=== design 1 ===
--- src/rtl/btb_update_scheduler_pkg.sv ---
// Shared types for the BTB update scheduler:
// update record carried through the pending FIFO and scheduler states.
package btb_update_scheduler_pkg;

  localparam int ADDR_WIDTH = 32;

  typedef struct packed {
    logic [ADDR_WIDTH-1:0] pc;
    logic [ADDR_WIDTH-1:0] target;
    logic                  taken;
  } btb_update_t;

  typedef enum logic {
    IDLE,
    FLUSH
  } sched_state_e;

endpackage

--- src/rtl/sync_fifo.sv ---
// Synchronous FIFO with extra-bit wrap pointers.
// Push when full and pop when empty are ignored.
module sync_fifo #(
  parameter int WIDTH = 8,
  parameter int DEPTH = 4
) (
  input  logic                   clk,
  input  logic                   rst,
  input  logic                   clear,
  input  logic                   push,
  input  logic                   pop,
  input  logic [WIDTH-1:0]       din,
  output logic [WIDTH-1:0]       dout,
  output logic                   full,
  output logic                   empty,
  output logic [$clog2(DEPTH):0] count
);

  localparam int AW = $clog2(DEPTH);

  logic [WIDTH-1:0] mem [DEPTH];
  logic [AW:0]      wr_ptr;
  logic [AW:0]      rd_ptr;
  logic             do_push;
  logic             do_pop;

  assign full  = (wr_ptr[AW] != rd_ptr[AW]) &&
                 (wr_ptr[AW-1:0] == rd_ptr[AW-1:0]);
  assign empty = (wr_ptr == rd_ptr);
  assign count = wr_ptr - rd_ptr;
  assign dout  = mem[rd_ptr[AW-1:0]];

  assign do_push = push && !full;
  assign do_pop  = pop && !empty;

  always_ff @(posedge clk) begin
    if (rst || clear) begin
      wr_ptr <= '0;
      rd_ptr <= '0;
    end else begin
      if (do_push) wr_ptr <= wr_ptr + 1'b1;
      if (do_pop)  rd_ptr <= rd_ptr + 1'b1;
    end
  end

  always_ff @(posedge clk) begin
    if (do_push) mem[wr_ptr[AW-1:0]] <= din;
  end

endmodule

--- src/rtl/btb_update_scheduler.sv ---
// Shares the single BTB port between fetch lookups and queued
// branch updates; also sweeps the table clean on flush.
module btb_update_scheduler
  import btb_update_scheduler_pkg::*;
#(
  parameter int BTB_SIZE     = 16,
  parameter int FIFO_DEPTH   = 4,
  parameter int STARVE_LIMIT = 8
) (
  input  logic                        clk,
  input  logic                        rst,
  input  logic                        i_lookup_req,
  input  logic                        i_res_valid,
  input  logic [ADDR_WIDTH-1:0]       i_res_pc,
  input  logic [ADDR_WIDTH-1:0]       i_res_target,
  input  logic                        i_res_taken,
  input  logic                        i_flush_req,
  output logic                        o_res_ready,
  output logic                        o_lookup_grant,
  output logic                        o_lookup_stall,
  output logic                        o_btb_we,
  output logic [$clog2(BTB_SIZE)-1:0] o_btb_idx,
  output logic [ADDR_WIDTH-1:0]       o_btb_wr_pc,
  output logic [ADDR_WIDTH-1:0]       o_btb_wr_target,
  output logic                        o_btb_wr_valid,
  output logic                        o_busy,
  output logic [$clog2(FIFO_DEPTH):0] o_count
);

  localparam int IW = $clog2(BTB_SIZE);
  localparam int SW = $clog2(STARVE_LIMIT + 1);
  localparam int UW = $bits(btb_update_t);
  localparam logic [IW-1:0] LAST_IDX = IW'(BTB_SIZE - 1);
  localparam logic [SW-1:0] LIMIT    = SW'(STARVE_LIMIT);

  sched_state_e state, state_nxt;
  logic [IW-1:0] sweep, sweep_nxt;
  logic [SW-1:0] starve, starve_nxt;

  btb_update_t   res_in;
  btb_update_t   head;
  logic [UW-1:0] head_bits;
  logic          fifo_full;
  logic          fifo_empty;
  logic          fifo_clear;
  logic          fifo_pop;
  logic          fifo_push;

  assign res_in    = '{pc: i_res_pc, target: i_res_target,
                       taken: i_res_taken};
  assign head      = head_bits;
  assign fifo_push = i_res_valid && o_res_ready;

  sync_fifo #(
    .WIDTH (UW),
    .DEPTH (FIFO_DEPTH)
  ) u_fifo (
    .clk   (clk),
    .rst   (rst),
    .clear (fifo_clear),
    .push  (fifo_push),
    .pop   (fifo_pop),
    .din   (res_in),
    .dout  (head_bits),
    .full  (fifo_full),
    .empty (fifo_empty),
    .count (o_count)
  );

  always_ff @(posedge clk) begin
    if (rst) begin
      state  <= IDLE;
      sweep  <= '0;
      starve <= '0;
    end else begin
      state  <= state_nxt;
      sweep  <= sweep_nxt;
      starve <= starve_nxt;
    end
  end

  always_comb begin
    state_nxt       = state;
    sweep_nxt       = sweep;
    starve_nxt      = starve;
    fifo_clear      = 1'b0;
    fifo_pop        = 1'b0;
    o_lookup_grant  = 1'b0;
    o_btb_we        = 1'b0;
    o_btb_idx       = '0;
    o_btb_wr_pc     = '0;
    o_btb_wr_target = '0;
    o_btb_wr_valid  = 1'b0;
    o_busy          = 1'b0;
    o_res_ready     = !fifo_full && (state == IDLE) && !i_flush_req;
    unique case (state)
      IDLE: begin
        if (i_flush_req) begin
          // pending updates are stale once the table is wiped
          state_nxt      = FLUSH;
          fifo_clear     = 1'b1;
          sweep_nxt      = '0;
          starve_nxt     = '0;
          o_lookup_grant = i_lookup_req;
        end else if (i_lookup_req && (starve < LIMIT)) begin
          o_lookup_grant = 1'b1;
          if (!fifo_empty) starve_nxt = starve + 1'b1;
        end else if (!fifo_empty) begin
          o_btb_we        = 1'b1;
          o_btb_idx       = head.pc[IW+1:2];
          o_btb_wr_pc     = head.pc;
          o_btb_wr_target = head.target;
          o_btb_wr_valid  = head.taken;
          fifo_pop        = 1'b1;
          starve_nxt      = '0;
        end else begin
          o_lookup_grant = i_lookup_req;
          starve_nxt     = '0;
        end
      end
      FLUSH: begin
        o_busy    = 1'b1;
        o_btb_we  = 1'b1;
        o_btb_idx = sweep;
        if (i_flush_req) begin
          sweep_nxt = '0;
        end else if (sweep == LAST_IDX) begin
          state_nxt = IDLE;
          sweep_nxt = '0;
        end else begin
          sweep_nxt = sweep + 1'b1;
        end
      end
      default: state_nxt = IDLE;
    endcase
  end

  assign o_lookup_stall = i_lookup_req && !o_lookup_grant;

endmodule

--- config.mk ---
export PLATFORM = sky130hd
export DESIGN_NAME = btb_update_scheduler
export DESIGN_NICKNAME = d
export VERILOG_FILES = /design/src/rtl/btb_update_scheduler_pkg.sv /design/src/rtl/sync_fifo.sv /design/src/rtl/btb_update_scheduler.sv
export SDC_FILE = /design/constraint.sdc
export NUM_CORES = 1
export LEC_CHECK = 0
export CAP_MARGIN = 20
export CORE_MARGIN = 2
export CORE_UTILIZATION = 25
export DETAILED_ROUTE_END_ITERATION = 7
export PLACE_DENSITY_LB_ADDON = 0.25
export REMOVE_ABC_BUFFERS = 1
export SLEW_MARGIN = 20
export SYNTH_ARGS = -nofsm -noshare
export SYNTH_HDL_FRONTEND = slang
export SYNTH_SLANG_ARGS = --single-unit
--- constraint.sdc ---
create_clock -name clk -period 3.5 [get_ports clk]
set_clock_uncertainty 0.15 [all_clocks]
set_input_delay 0.7 -clock clk [delete_from_list [all_inputs] [get_ports clk]]
set_output_delay 0.7 -clock clk [all_outputs]
set_load 0.01 [all_outputs]
=== design 2 ===
`src/rtl/gshare_bht_if.sv`:
```
// rtl/gshare_bht_if.sv - lookup/prediction/update bundle between fetch, execute and gshare_bht
interface gshare_bht_if #(
    parameter int ADDR_WIDTH = 6,
    parameter int HIST_BITS  = 6
);
    logic                  ready;
    logic                  lookup_valid;
    logic [ADDR_WIDTH-1:0] lookup_addr;
    logic                  pred_valid;
    logic                  pred_taken;
    logic [ADDR_WIDTH-1:0] pred_index;
    logic [HIST_BITS-1:0]  pred_ghr;
    logic                  upd_valid;
    logic [ADDR_WIDTH-1:0] upd_index;
    logic                  upd_taken;
    logic                  upd_mispredict;
    logic [HIST_BITS-1:0]  upd_ghr;

    modport master (
        input  ready, pred_valid, pred_taken, pred_index, pred_ghr,
        output lookup_valid, lookup_addr,
        output upd_valid, upd_index, upd_taken, upd_mispredict, upd_ghr
    );

    modport slave (
        output ready, pred_valid, pred_taken, pred_index, pred_ghr,
        input  lookup_valid, lookup_addr,
        input  upd_valid, upd_index, upd_taken, upd_mispredict, upd_ghr
    );
endinterface

```
`src/rtl/gshare_bht.sv`:
```
// rtl/gshare_bht.sv - saturating-counter branch predictor with speculative GHR, repair and bypass
// BHT_GSHARE_EN: XOR the GHR into the table index; undefined gives a bimodal (address-only) index.
module gshare_bht #(
    parameter int ADDR_WIDTH   = 6,
    parameter int COUNTER_BITS = 2,
    parameter int HIST_BITS    = 6,
    parameter int INIT_VALUE   = 2**(COUNTER_BITS-1)-1
) (
    input logic         clk,
    input logic         rst_n,
    gshare_bht_if.slave bus
);
    localparam int                      ENTRIES  = 2**ADDR_WIDTH;
    localparam logic [COUNTER_BITS-1:0] CNT_MAX  = '1;
    localparam logic [COUNTER_BITS-1:0] CNT_ONE  = COUNTER_BITS'(1);
    localparam logic [COUNTER_BITS-1:0] CNT_INIT = COUNTER_BITS'(INIT_VALUE);
    localparam logic [0:0]              ST_INIT  = 1'b0;
    localparam logic [0:0]              ST_RUN   = 1'b1;

    logic [0:0]              state;
    logic [ADDR_WIDTH-1:0]   init_ptr;
    logic [HIST_BITS-1:0]    ghr;
    logic [COUNTER_BITS-1:0] bht [ENTRIES];

    logic [ADDR_WIDTH-1:0]   idx;
    logic [COUNTER_BITS-1:0] upd_cnt;
    logic [COUNTER_BITS-1:0] upd_cnt_next;
    logic [COUNTER_BITS-1:0] look_cnt;
    logic                    run;
    logic                    do_upd;
    logic                    do_repair;
    logic                    do_lookup;
    logic                    look_taken;
    logic [HIST_BITS:0]      spec_shift;
    logic [HIST_BITS:0]      repair_shift;

`ifdef BHT_GSHARE_EN
    assign idx = bus.lookup_addr ^ ADDR_WIDTH'(ghr);
`else
    assign idx = bus.lookup_addr;
`endif

    assign run       = (state == ST_RUN);
    assign do_upd    = run && bus.upd_valid;
    assign do_repair = do_upd && bus.upd_mispredict;
    assign do_lookup = run && bus.lookup_valid && !do_repair;

    assign upd_cnt = bht[bus.upd_index];

    always_comb begin
        upd_cnt_next = upd_cnt;
        if (bus.upd_taken && (upd_cnt != CNT_MAX)) begin
            upd_cnt_next = upd_cnt + CNT_ONE;
        end else if (!bus.upd_taken && (upd_cnt != '0)) begin
            upd_cnt_next = upd_cnt - CNT_ONE;
        end
    end

    // A same-cycle update to the looked-up entry must be seen by the prediction.
    assign look_cnt   = (do_upd && (bus.upd_index == idx)) ? upd_cnt_next : bht[idx];
    assign look_taken = look_cnt[COUNTER_BITS-1];

    // One extra bit on the left drops the oldest history bit and works for HIST_BITS=1.
    assign spec_shift   = {ghr, look_taken};
    assign repair_shift = {bus.upd_ghr, bus.upd_taken};

    always_ff @(posedge clk) begin
        if (!rst_n) begin
            state          <= ST_INIT;
            init_ptr       <= '0;
            ghr            <= '0;
            bus.ready      <= 1'b0;
            bus.pred_valid <= 1'b0;
            bus.pred_taken <= 1'b0;
            bus.pred_index <= '0;
            bus.pred_ghr   <= '0;
        end else begin
            bus.pred_valid <= do_lookup;
            if (state == ST_INIT) begin
                init_ptr <= init_ptr + ADDR_WIDTH'(1);
                if (init_ptr == '1) begin
                    state     <= ST_RUN;
                    bus.ready <= 1'b1;
                end
            end
            if (do_repair) begin
                ghr <= repair_shift[HIST_BITS-1:0];
            end else if (do_lookup) begin
                ghr            <= spec_shift[HIST_BITS-1:0];
                bus.pred_taken <= look_taken;
                bus.pred_index <= idx;
                bus.pred_ghr   <= ghr;
            end
        end
    end

    // The table has no reset: the init sweep rewrites every entry after each reset.
    always_ff @(posedge clk) begin
        if (rst_n) begin
            if (!run) begin
                bht[init_ptr] <= CNT_INIT;
            end else if (bus.upd_valid) begin
                bht[bus.upd_index] <= upd_cnt_next;
            end
        end
    end
endmodule
```
`src/flat_wrapper.sv`:
```
// flat-port wrapper written by rule: the top's interface ports become plain ports
module gshare_bht_flat 
#(
    parameter int ADDR_WIDTH   = 6,
    parameter int COUNTER_BITS = 2,
    parameter int HIST_BITS    = 6,
    parameter int INIT_VALUE   = 2**(COUNTER_BITS-1)-1
)
  (clk, rst_n, bus_ready, bus_pred_valid, bus_pred_taken, bus_pred_index, bus_pred_ghr, bus_lookup_valid, bus_lookup_addr, bus_upd_valid, bus_upd_index, bus_upd_taken, bus_upd_mispredict, bus_upd_ghr);
  gshare_bht_if #(.ADDR_WIDTH(ADDR_WIDTH), .HIST_BITS(HIST_BITS)) bus_i ();
  input logic clk;
  input logic rst_n;
  output wire logic [$bits(bus_i.ready)-1:0] bus_ready;
  output wire logic [$bits(bus_i.pred_valid)-1:0] bus_pred_valid;
  output wire logic [$bits(bus_i.pred_taken)-1:0] bus_pred_taken;
  output wire logic [$bits(bus_i.pred_index)-1:0] bus_pred_index;
  output wire logic [$bits(bus_i.pred_ghr)-1:0] bus_pred_ghr;
  input wire logic [$bits(bus_i.lookup_valid)-1:0] bus_lookup_valid;
  input wire logic [$bits(bus_i.lookup_addr)-1:0] bus_lookup_addr;
  input wire logic [$bits(bus_i.upd_valid)-1:0] bus_upd_valid;
  input wire logic [$bits(bus_i.upd_index)-1:0] bus_upd_index;
  input wire logic [$bits(bus_i.upd_taken)-1:0] bus_upd_taken;
  input wire logic [$bits(bus_i.upd_mispredict)-1:0] bus_upd_mispredict;
  input wire logic [$bits(bus_i.upd_ghr)-1:0] bus_upd_ghr;
  assign bus_ready = bus_i.ready;
  assign bus_pred_valid = bus_i.pred_valid;
  assign bus_pred_taken = bus_i.pred_taken;
  assign bus_pred_index = bus_i.pred_index;
  assign bus_pred_ghr = bus_i.pred_ghr;
  assign bus_i.lookup_valid = bus_lookup_valid;
  assign bus_i.lookup_addr = bus_lookup_addr;
  assign bus_i.upd_valid = bus_upd_valid;
  assign bus_i.upd_index = bus_upd_index;
  assign bus_i.upd_taken = bus_upd_taken;
  assign bus_i.upd_mispredict = bus_upd_mispredict;
  assign bus_i.upd_ghr = bus_upd_ghr;
  gshare_bht #(.ADDR_WIDTH(ADDR_WIDTH), .COUNTER_BITS(COUNTER_BITS), .HIST_BITS(HIST_BITS), .INIT_VALUE(INIT_VALUE)) u_core (.clk(clk), .rst_n(rst_n), .bus(bus_i));
endmodule
```
`config.mk`:
```
export PLATFORM = sky130hd
export DESIGN_NAME = gshare_bht_flat
export DESIGN_NICKNAME = d
export VERILOG_FILES = /design/src/rtl/gshare_bht_if.sv /design/src/rtl/gshare_bht.sv /design/src/flat_wrapper.sv
export SDC_FILE = /design/constraint.sdc
export NUM_CORES = 1
export LEC_CHECK = 0
export CORE_MARGIN = 2
export CORE_UTILIZATION = 62
export DETAILED_ROUTE_END_ITERATION = 16
export GPL_ROUTABILITY_DRIVEN = 0
export GPL_TIMING_DRIVEN = 0
export PLACE_DENSITY = 0.82
export SLEW_MARGIN = 15
export SYNTH_ARGS = -nofsm -noshare
export SYNTH_HDL_FRONTEND = slang
export SYNTH_SLANG_ARGS = --single-unit
```
`constraint.sdc`:
```
create_clock -name clk -period 8.8 [get_ports clk]
set_input_delay 0.88 -clock clk [delete_from_list [all_inputs] [get_ports clk]]
set_output_delay 0.88 -clock clk [all_outputs]
set_load 0.01 [all_outputs]
```
=== design 3 ===
[config.mk]
export PLATFORM = sky130hd
export DESIGN_NAME = mux_secuencial
export DESIGN_NICKNAME = d
export VERILOG_FILES = /design/src/rtl/mux_pkg.sv /design/src/rtl/mux_siguiente_canal.sv /design/src/rtl/mux_secuencial.sv
export SDC_FILE = /design/constraint.sdc
export NUM_CORES = 1
export LEC_CHECK = 0
export ABC_AREA = 1
export CAP_MARGIN = 20
export CORE_MARGIN = 10
export CORE_UTILIZATION = 49
export CTS_CLUSTER_SIZE = 8
export DETAILED_ROUTE_END_ITERATION = 12
export PLACE_DENSITY = 0.95
export SYNTH_ARGS = -nofsm -noshare
export SYNTH_HDL_FRONTEND = slang
export SYNTH_SLANG_ARGS = --single-unit
[constraint.sdc]
create_clock -name i_Clk -period 2.75 [get_ports i_Clk]
set_input_delay 0.825 -clock i_Clk [delete_from_list [all_inputs] [get_ports i_Clk]]
set_output_delay 0.825 -clock i_Clk [all_outputs]
set_load 0.01 [all_outputs]
[src/rtl/mux_pkg.sv]
// Shared types and width helpers for the sequential channel selector.
package mux_pkg;

  typedef enum logic [1:0] {
    REPOSO = 2'd0,
    ESPERA = 2'd1,
    PAUSA  = 2'd2
  } estado_t;

  function automatic int sel_w(input int canales);
    return (canales <= 2) ? 1 : $clog2(canales);
  endfunction

  function automatic int cuenta_w(input int permanencia);
    return (permanencia < 1) ? 1 : $clog2(permanencia + 1);
  endfunction

endpackage

[src/rtl/mux_siguiente_canal.sv]
// Wrap-around search for the first set mask bit strictly above the pointer.
module mux_siguiente_canal import mux_pkg::*; #(
  parameter int CANALES = 4,
  parameter int SEL_W   = 2
) (
  input  logic [SEL_W-1:0]   i_Ptr,
  input  logic [CANALES-1:0] i_Mascara,
  output logic [SEL_W-1:0]   o_Siguiente,
  output logic               o_Alguno
);

  int               w_j;
  logic [SEL_W-1:0] w_Idx;

  // Scan from the farthest offset down so the nearest set bit wins.
  always_comb begin
    o_Siguiente = i_Ptr;
    w_j         = 0;
    w_Idx       = '0;
    for (int i = CANALES; i >= 1; i--) begin
      w_j = int'(i_Ptr) + i;
      if (w_j >= CANALES) w_j = w_j - CANALES;
      w_Idx = SEL_W'(w_j);
      if (i_Mascara[w_Idx]) o_Siguiente = w_Idx;
    end
    o_Alguno = |i_Mascara;
  end

endmodule

[src/rtl/mux_secuencial.sv]
// Registered N-channel selector with valid/ready output and auto channel scan.
// Define MUX_MASCARA_EN to add the i_Mascara port that restricts the scan.
module mux_secuencial import mux_pkg::*; #(
  parameter  int ANCHO       = 4,
  parameter  int CANALES     = 4,
  parameter  int PERMANENCIA = 2,
  localparam int SEL_W       = sel_w(CANALES)
) (
  input  logic                       i_Clk,
  input  logic                       i_Rst_n,
  input  logic [CANALES*ANCHO-1:0]   i_Datos,
  input  logic [SEL_W-1:0]           i_Sel,
  input  logic                       i_Modo,
  input  logic                       i_Hab,
  input  logic                       i_Listo,
`ifdef MUX_MASCARA_EN
  input  logic [CANALES-1:0]         i_Mascara,
`endif
  output logic [ANCHO-1:0]           o_Salida,
  output logic [SEL_W-1:0]           o_Canal,
  output logic                       o_Valido
);

  localparam int CNT_W = cuenta_w(PERMANENCIA);

  estado_t            r_Estado;
  logic [ANCHO-1:0]   r_Salida;
  logic [SEL_W-1:0]   r_Canal;
  logic               r_Valido;
  logic               r_Modo;
  logic [SEL_W-1:0]   r_Ptr;
  logic [CNT_W-1:0]   r_Cnt;

  logic [ANCHO-1:0]   w_Canales [CANALES];
  logic [CANALES-1:0] w_Mascara;
  logic [SEL_W-1:0]   w_SelMan;
  logic [SEL_W-1:0]   w_SigPtr;
  logic               w_Alguno;
  logic [SEL_W-1:0]   w_PtrAuto;
  logic               w_Transf;
  logic               w_UsarSig;
  logic [SEL_W-1:0]   w_Can;
  logic               w_Ok;
  logic               w_Captura;

  for (genvar g = 0; g < CANALES; g++) begin : g_canal
    assign w_Canales[g] = i_Datos[g*ANCHO +: ANCHO];
  end

`ifdef MUX_MASCARA_EN
  assign w_Mascara = i_Mascara;
`else
  assign w_Mascara = '1;
`endif

  mux_siguiente_canal #(
    .CANALES (CANALES),
    .SEL_W   (SEL_W)
  ) u_siguiente (
    .i_Ptr       (r_Ptr),
    .i_Mascara   (w_Mascara),
    .o_Siguiente (w_SigPtr),
    .o_Alguno    (w_Alguno)
  );

  // An auto sample taken right after an accepted auto sample uses the advanced
  // pointer; every other auto capture starts from the first set bit at/after r_Ptr.
  always_comb begin
    w_SelMan  = (int'(i_Sel) >= CANALES) ? SEL_W'(CANALES - 1) : i_Sel;
    w_PtrAuto = w_Mascara[r_Ptr] ? r_Ptr : w_SigPtr;
    w_Transf  = r_Valido & i_Listo;
    w_UsarSig = (r_Estado == ESPERA) && r_Modo;
    w_Can     = !i_Modo ? w_SelMan : (w_UsarSig ? w_SigPtr : w_PtrAuto);
    w_Ok      = !i_Modo || w_Alguno;
    w_Captura = 1'b0;
    case (r_Estado)
      REPOSO:  w_Captura = i_Hab && w_Ok;
      ESPERA:  w_Captura = w_Transf && i_Hab && w_Ok && (!r_Modo || PERMANENCIA == 0);
      PAUSA:   w_Captura = (r_Cnt == '0) && i_Hab && w_Ok;
      default: w_Captura = 1'b0;
    endcase
  end

  always_ff @(posedge i_Clk) begin
    if (!i_Rst_n) begin
      r_Estado <= REPOSO;
      r_Salida <= '0;
      r_Canal  <= '0;
      r_Valido <= 1'b0;
      r_Modo   <= 1'b0;
      r_Ptr    <= '0;
      r_Cnt    <= '0;
    end else if (w_Captura) begin
      r_Salida <= w_Canales[w_Can];
      r_Canal  <= w_Can;
      r_Valido <= 1'b1;
      r_Modo   <= i_Modo;
      r_Estado <= ESPERA;
      if (i_Modo)         r_Ptr <= w_Can;
      else if (w_UsarSig) r_Ptr <= w_SigPtr;
    end else begin
      case (r_Estado)
        ESPERA: begin
          if (w_Transf) begin
            r_Valido <= 1'b0;
            if (r_Modo) r_Ptr <= w_SigPtr;
            if (r_Modo && PERMANENCIA != 0) begin
              r_Cnt    <= CNT_W'(PERMANENCIA - 1);
              r_Estado <= PAUSA;
            end else begin
              r_Estado <= REPOSO;
            end
          end
        end
        PAUSA: begin
          if (r_Cnt == '0) r_Estado <= REPOSO;
          else             r_Cnt    <= r_Cnt - CNT_W'(1);
        end
        default: r_Estado <= REPOSO;
      endcase
    end
  end

  assign o_Salida = r_Salida;
  assign o_Canal  = r_Canal;
  assign o_Valido = r_Valido;

endmodule

### Metal 3, design 2

(3 px per um)
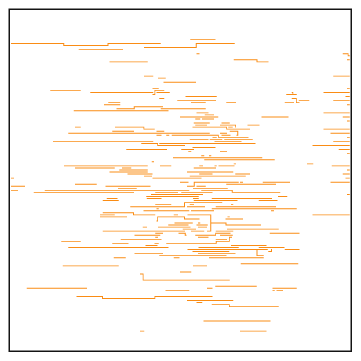
The wires run mostly horizontal. The longest straight run is 47.8 um. The layer carries 2060 um of wire.

==> qor.csv, design 2 <==
metric;value;unit
post-CTS setup buffers;0;
DRT Pass-1 Iters;7;
GR Util met3;0.08661;
Root Driver;clkbuf_16;
Log Warnings;28;
Post-synth top cells;edfxtp_1, nor2_1, nand2_1;
Top cells excl fill/tap;edfxtp_1, nor2_1, nand2_1, mux2i_1, clkdlybuf4s50_1;
Setup crit end kind;register;
clk latency of the worst-skew pair;0.44;ns
initial antenna violation count;0;
bufs w/o clock;68;
Synth cell types;52;
sequential share of power;0.471;
Num CTS Buffers;17;
met1 Usage GRT;0.4053;
logic area;2856;um2
FILL cells;708;
CTS tree;done;
grt ovf;0;
Pwr Density;195.4;nW/um2
status;complete, no violations;
worst endpoint required time;9.09;ns
reg2reg start;u_core.bht[56][0];
routed metal-1 wire length;7150;um
CP peak stage delay;0.71;ns
Period Utilization, post-route;0.5066;
Psw;350.8;uW
inverter count;5;
relative slew slack;0.3895;
LEAKAGE;0.003115;uW
leading area contributor after synthesis;edfxtp_1;
Sw Ratio;0.2082;
R2R depth;11;
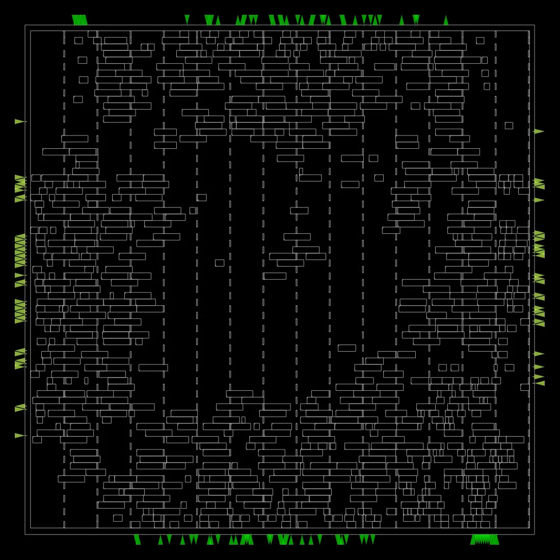
*Cell outlines without signal wires, design 1*
FILL cells: 4132
FP Rows: 76
Flop Count: 277
Post-Layout Cell Count: 1315

==> qor.csv, design 1 <==
metric;value;unit
Adder-Cell Fraction of Synth Area;0.01228;
LEAKAGE;0.005061;uW
die area;44880;um2
Synth cell types;48;
inverter count;8;
Log Warnings;30;
sequential power;3680;uW
Max-Cap Viols;0;
hold path depth;2;
RSZ-0062 raised after global routing;no;
Final Max Slew Viols;0;
Root Driver;clkbuf_16;
ratio of cells with drive above 1 in the final layout;0.2397;
VDD IR max;234.7;uV
Power Clock;3440;uW
Post-synth regs;277;
Period Utilization, post-route;0.9774;
total power;7400;uW
CP Class;input pin to primary output;
Worst Max-Slew Pin Slew;0.5864;ns
cell count after synthesis;516;
XORs/XNORs by Area;0.005560;
type of the tightest min-delay check;register to register;
WHS Endpoint;starve[2];
synth warn;0;
Async SR Flop Fraction;0;
CP Depth;8;
post-layout min period;3.421;ns
reg2reg start;u_fifo.rd_ptr[1];
clock network share of area;0.07584;
CP Launch Type;input pin;
DRT iter0 DRCs;264;
Area growth, synth to finish;34.57;%
FMAX;292.3;MHz
flop2flop setup slack;1.29;ns
Area-dominant class;sequential cells;
post-CTS setup buffers;2;
n_taps;585;
flip-flops with a built-in enable;260;
routed vias/inst;4.103;
Routability Congestion;0.6886;
max reg flops;260;
first-pass GRT wire length;35670;um
mean routed wirelength per cell;18.22;um
Synth top cell by count;edfxtp_1;
CP max-delay cell;clkdlybuf4s50_1;
Post-Synth AOI/OAI Area;0.01274;
RR Endpoint;u_fifo.mem[0][48];
placed cells;1251;
status;complete, no violations;
CTS Buffer Depth;3;
CP Capture Point;o_btb_wr_target[4];
CP arrival;2.57;ns
Psw;1443;uW
I/O Buffers;146;
Setup Viol. Count Final;0;
worst endpoint required time;2.65;ns
final setup TNS;0;ns
DR top layer;met4;
Pwr Density;509.1;nW/um2
yosys stat chip area;10800;um2
bufs w/o clock;178;
cell area after technology mapping;10800;um2
post-synth top area share;0.7228;
crit-path leading delay family;buffers and inverters;
number of global-route vias before repair;5818;
Seq/Total Area, Yosys;0.7543;
Top cells excl fill/tap;edfxtp_1, clkdlybuf4s50_1, mux4_2, nor2b_1, clkbuf_16;
post-place setup slack;-0.03431;ns
clk latency of the worst-skew pair;0.51;ns
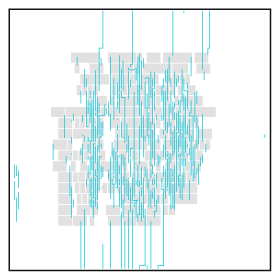
*Metal 2, design 3*
(4 px per um)
The longest straight run is 26.2 um. 179 nets have wire on it. The layer holds 51% of the routed length.

==> qor.csv, design 3 <==
metric;value;unit
status;complete, no violations;
XORs/XNORs by Area;0;
floorplan utilization;0.5097;
initial antenna violation count;0;
RR Endpoint;r_Ptr[1];
CP peak stage delay;0.69;ns
CTS tree;done;
logic area;558.0;um2
Die Ht;64.94;um
largest net degree at the start of global routing;14;
layer with the highest usage;met2;
CP bufs+invs;3;
most frequent CP cell;nand2_1;
CP max-delay cell;clkdlybuf4s50_1;
Die X-Extent;64.94;um
flip-flops with a built-in enable;0;
VDD IR max;258.1;uV
leading area contributor after synthesis;dfxtp_1;
Num CTS Buffers;3;
CP Capture Point;o_Salida[2];
DRT iter0 DRCs;43;
top power consumer group;sequential cells;
worst endpoint required time;2.98;ns
die area;4217;um2
Flop Count;14;
P_comb;185;uW
clk latency of the worst-skew pair;0.28;ns
fin area;1334;um2
ratio of cells with drive above 1 in the final layout;0.09744;
Post-Layout Cell Count;222;
cell total in the yosys stat output;164;
clk_buf instances;4;
CP Launch Type;input pin;
CP Depth;9;
met1 Usage GRT;0.1337;
GR Util met3;0.04124;
Critical Path Fanout Max;10;
LEAKAGE;0.0006718;uW
post-synth top area share;0.2832;
post-CTS setup buffers;0;
type of the tightest min-delay check;register to register;
first-pass GRT wire length;4685;um
Net count, final;220;
clock sink total;14;
Area growth, synth to finish;34.77;%
Max-Cap Viols;0;
metal3 WL;204;um


==> layout pictures side by side <==
Signal wires on met1.
image #1
(6 px per um) Supply wires on this layer in grey.
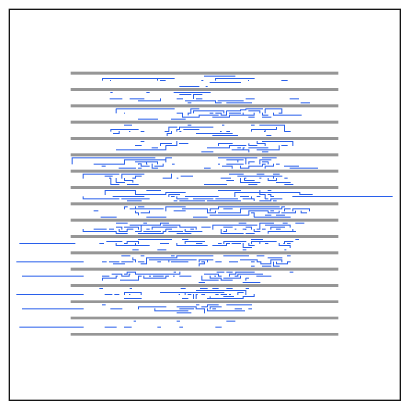
image #2
(3 px per um) Supply wires on this layer in grey.
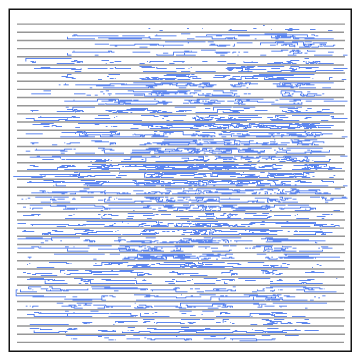
image #3
(2 px per um) Supply wires on this layer in grey.
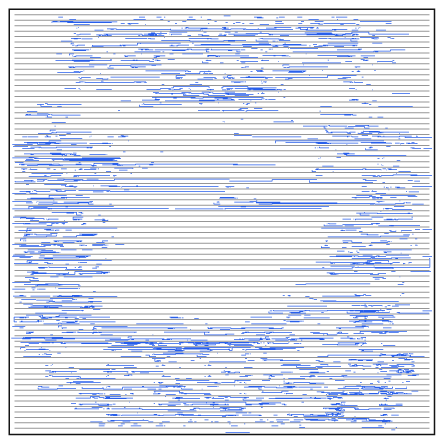
image #2 -> design 2
image #1 -> design 3
image #3 -> design 1
The one with the smallest die is image #1.
The one with the largest die is image #3.

No activity file was given, so power comes from the tool's default toggle rates.
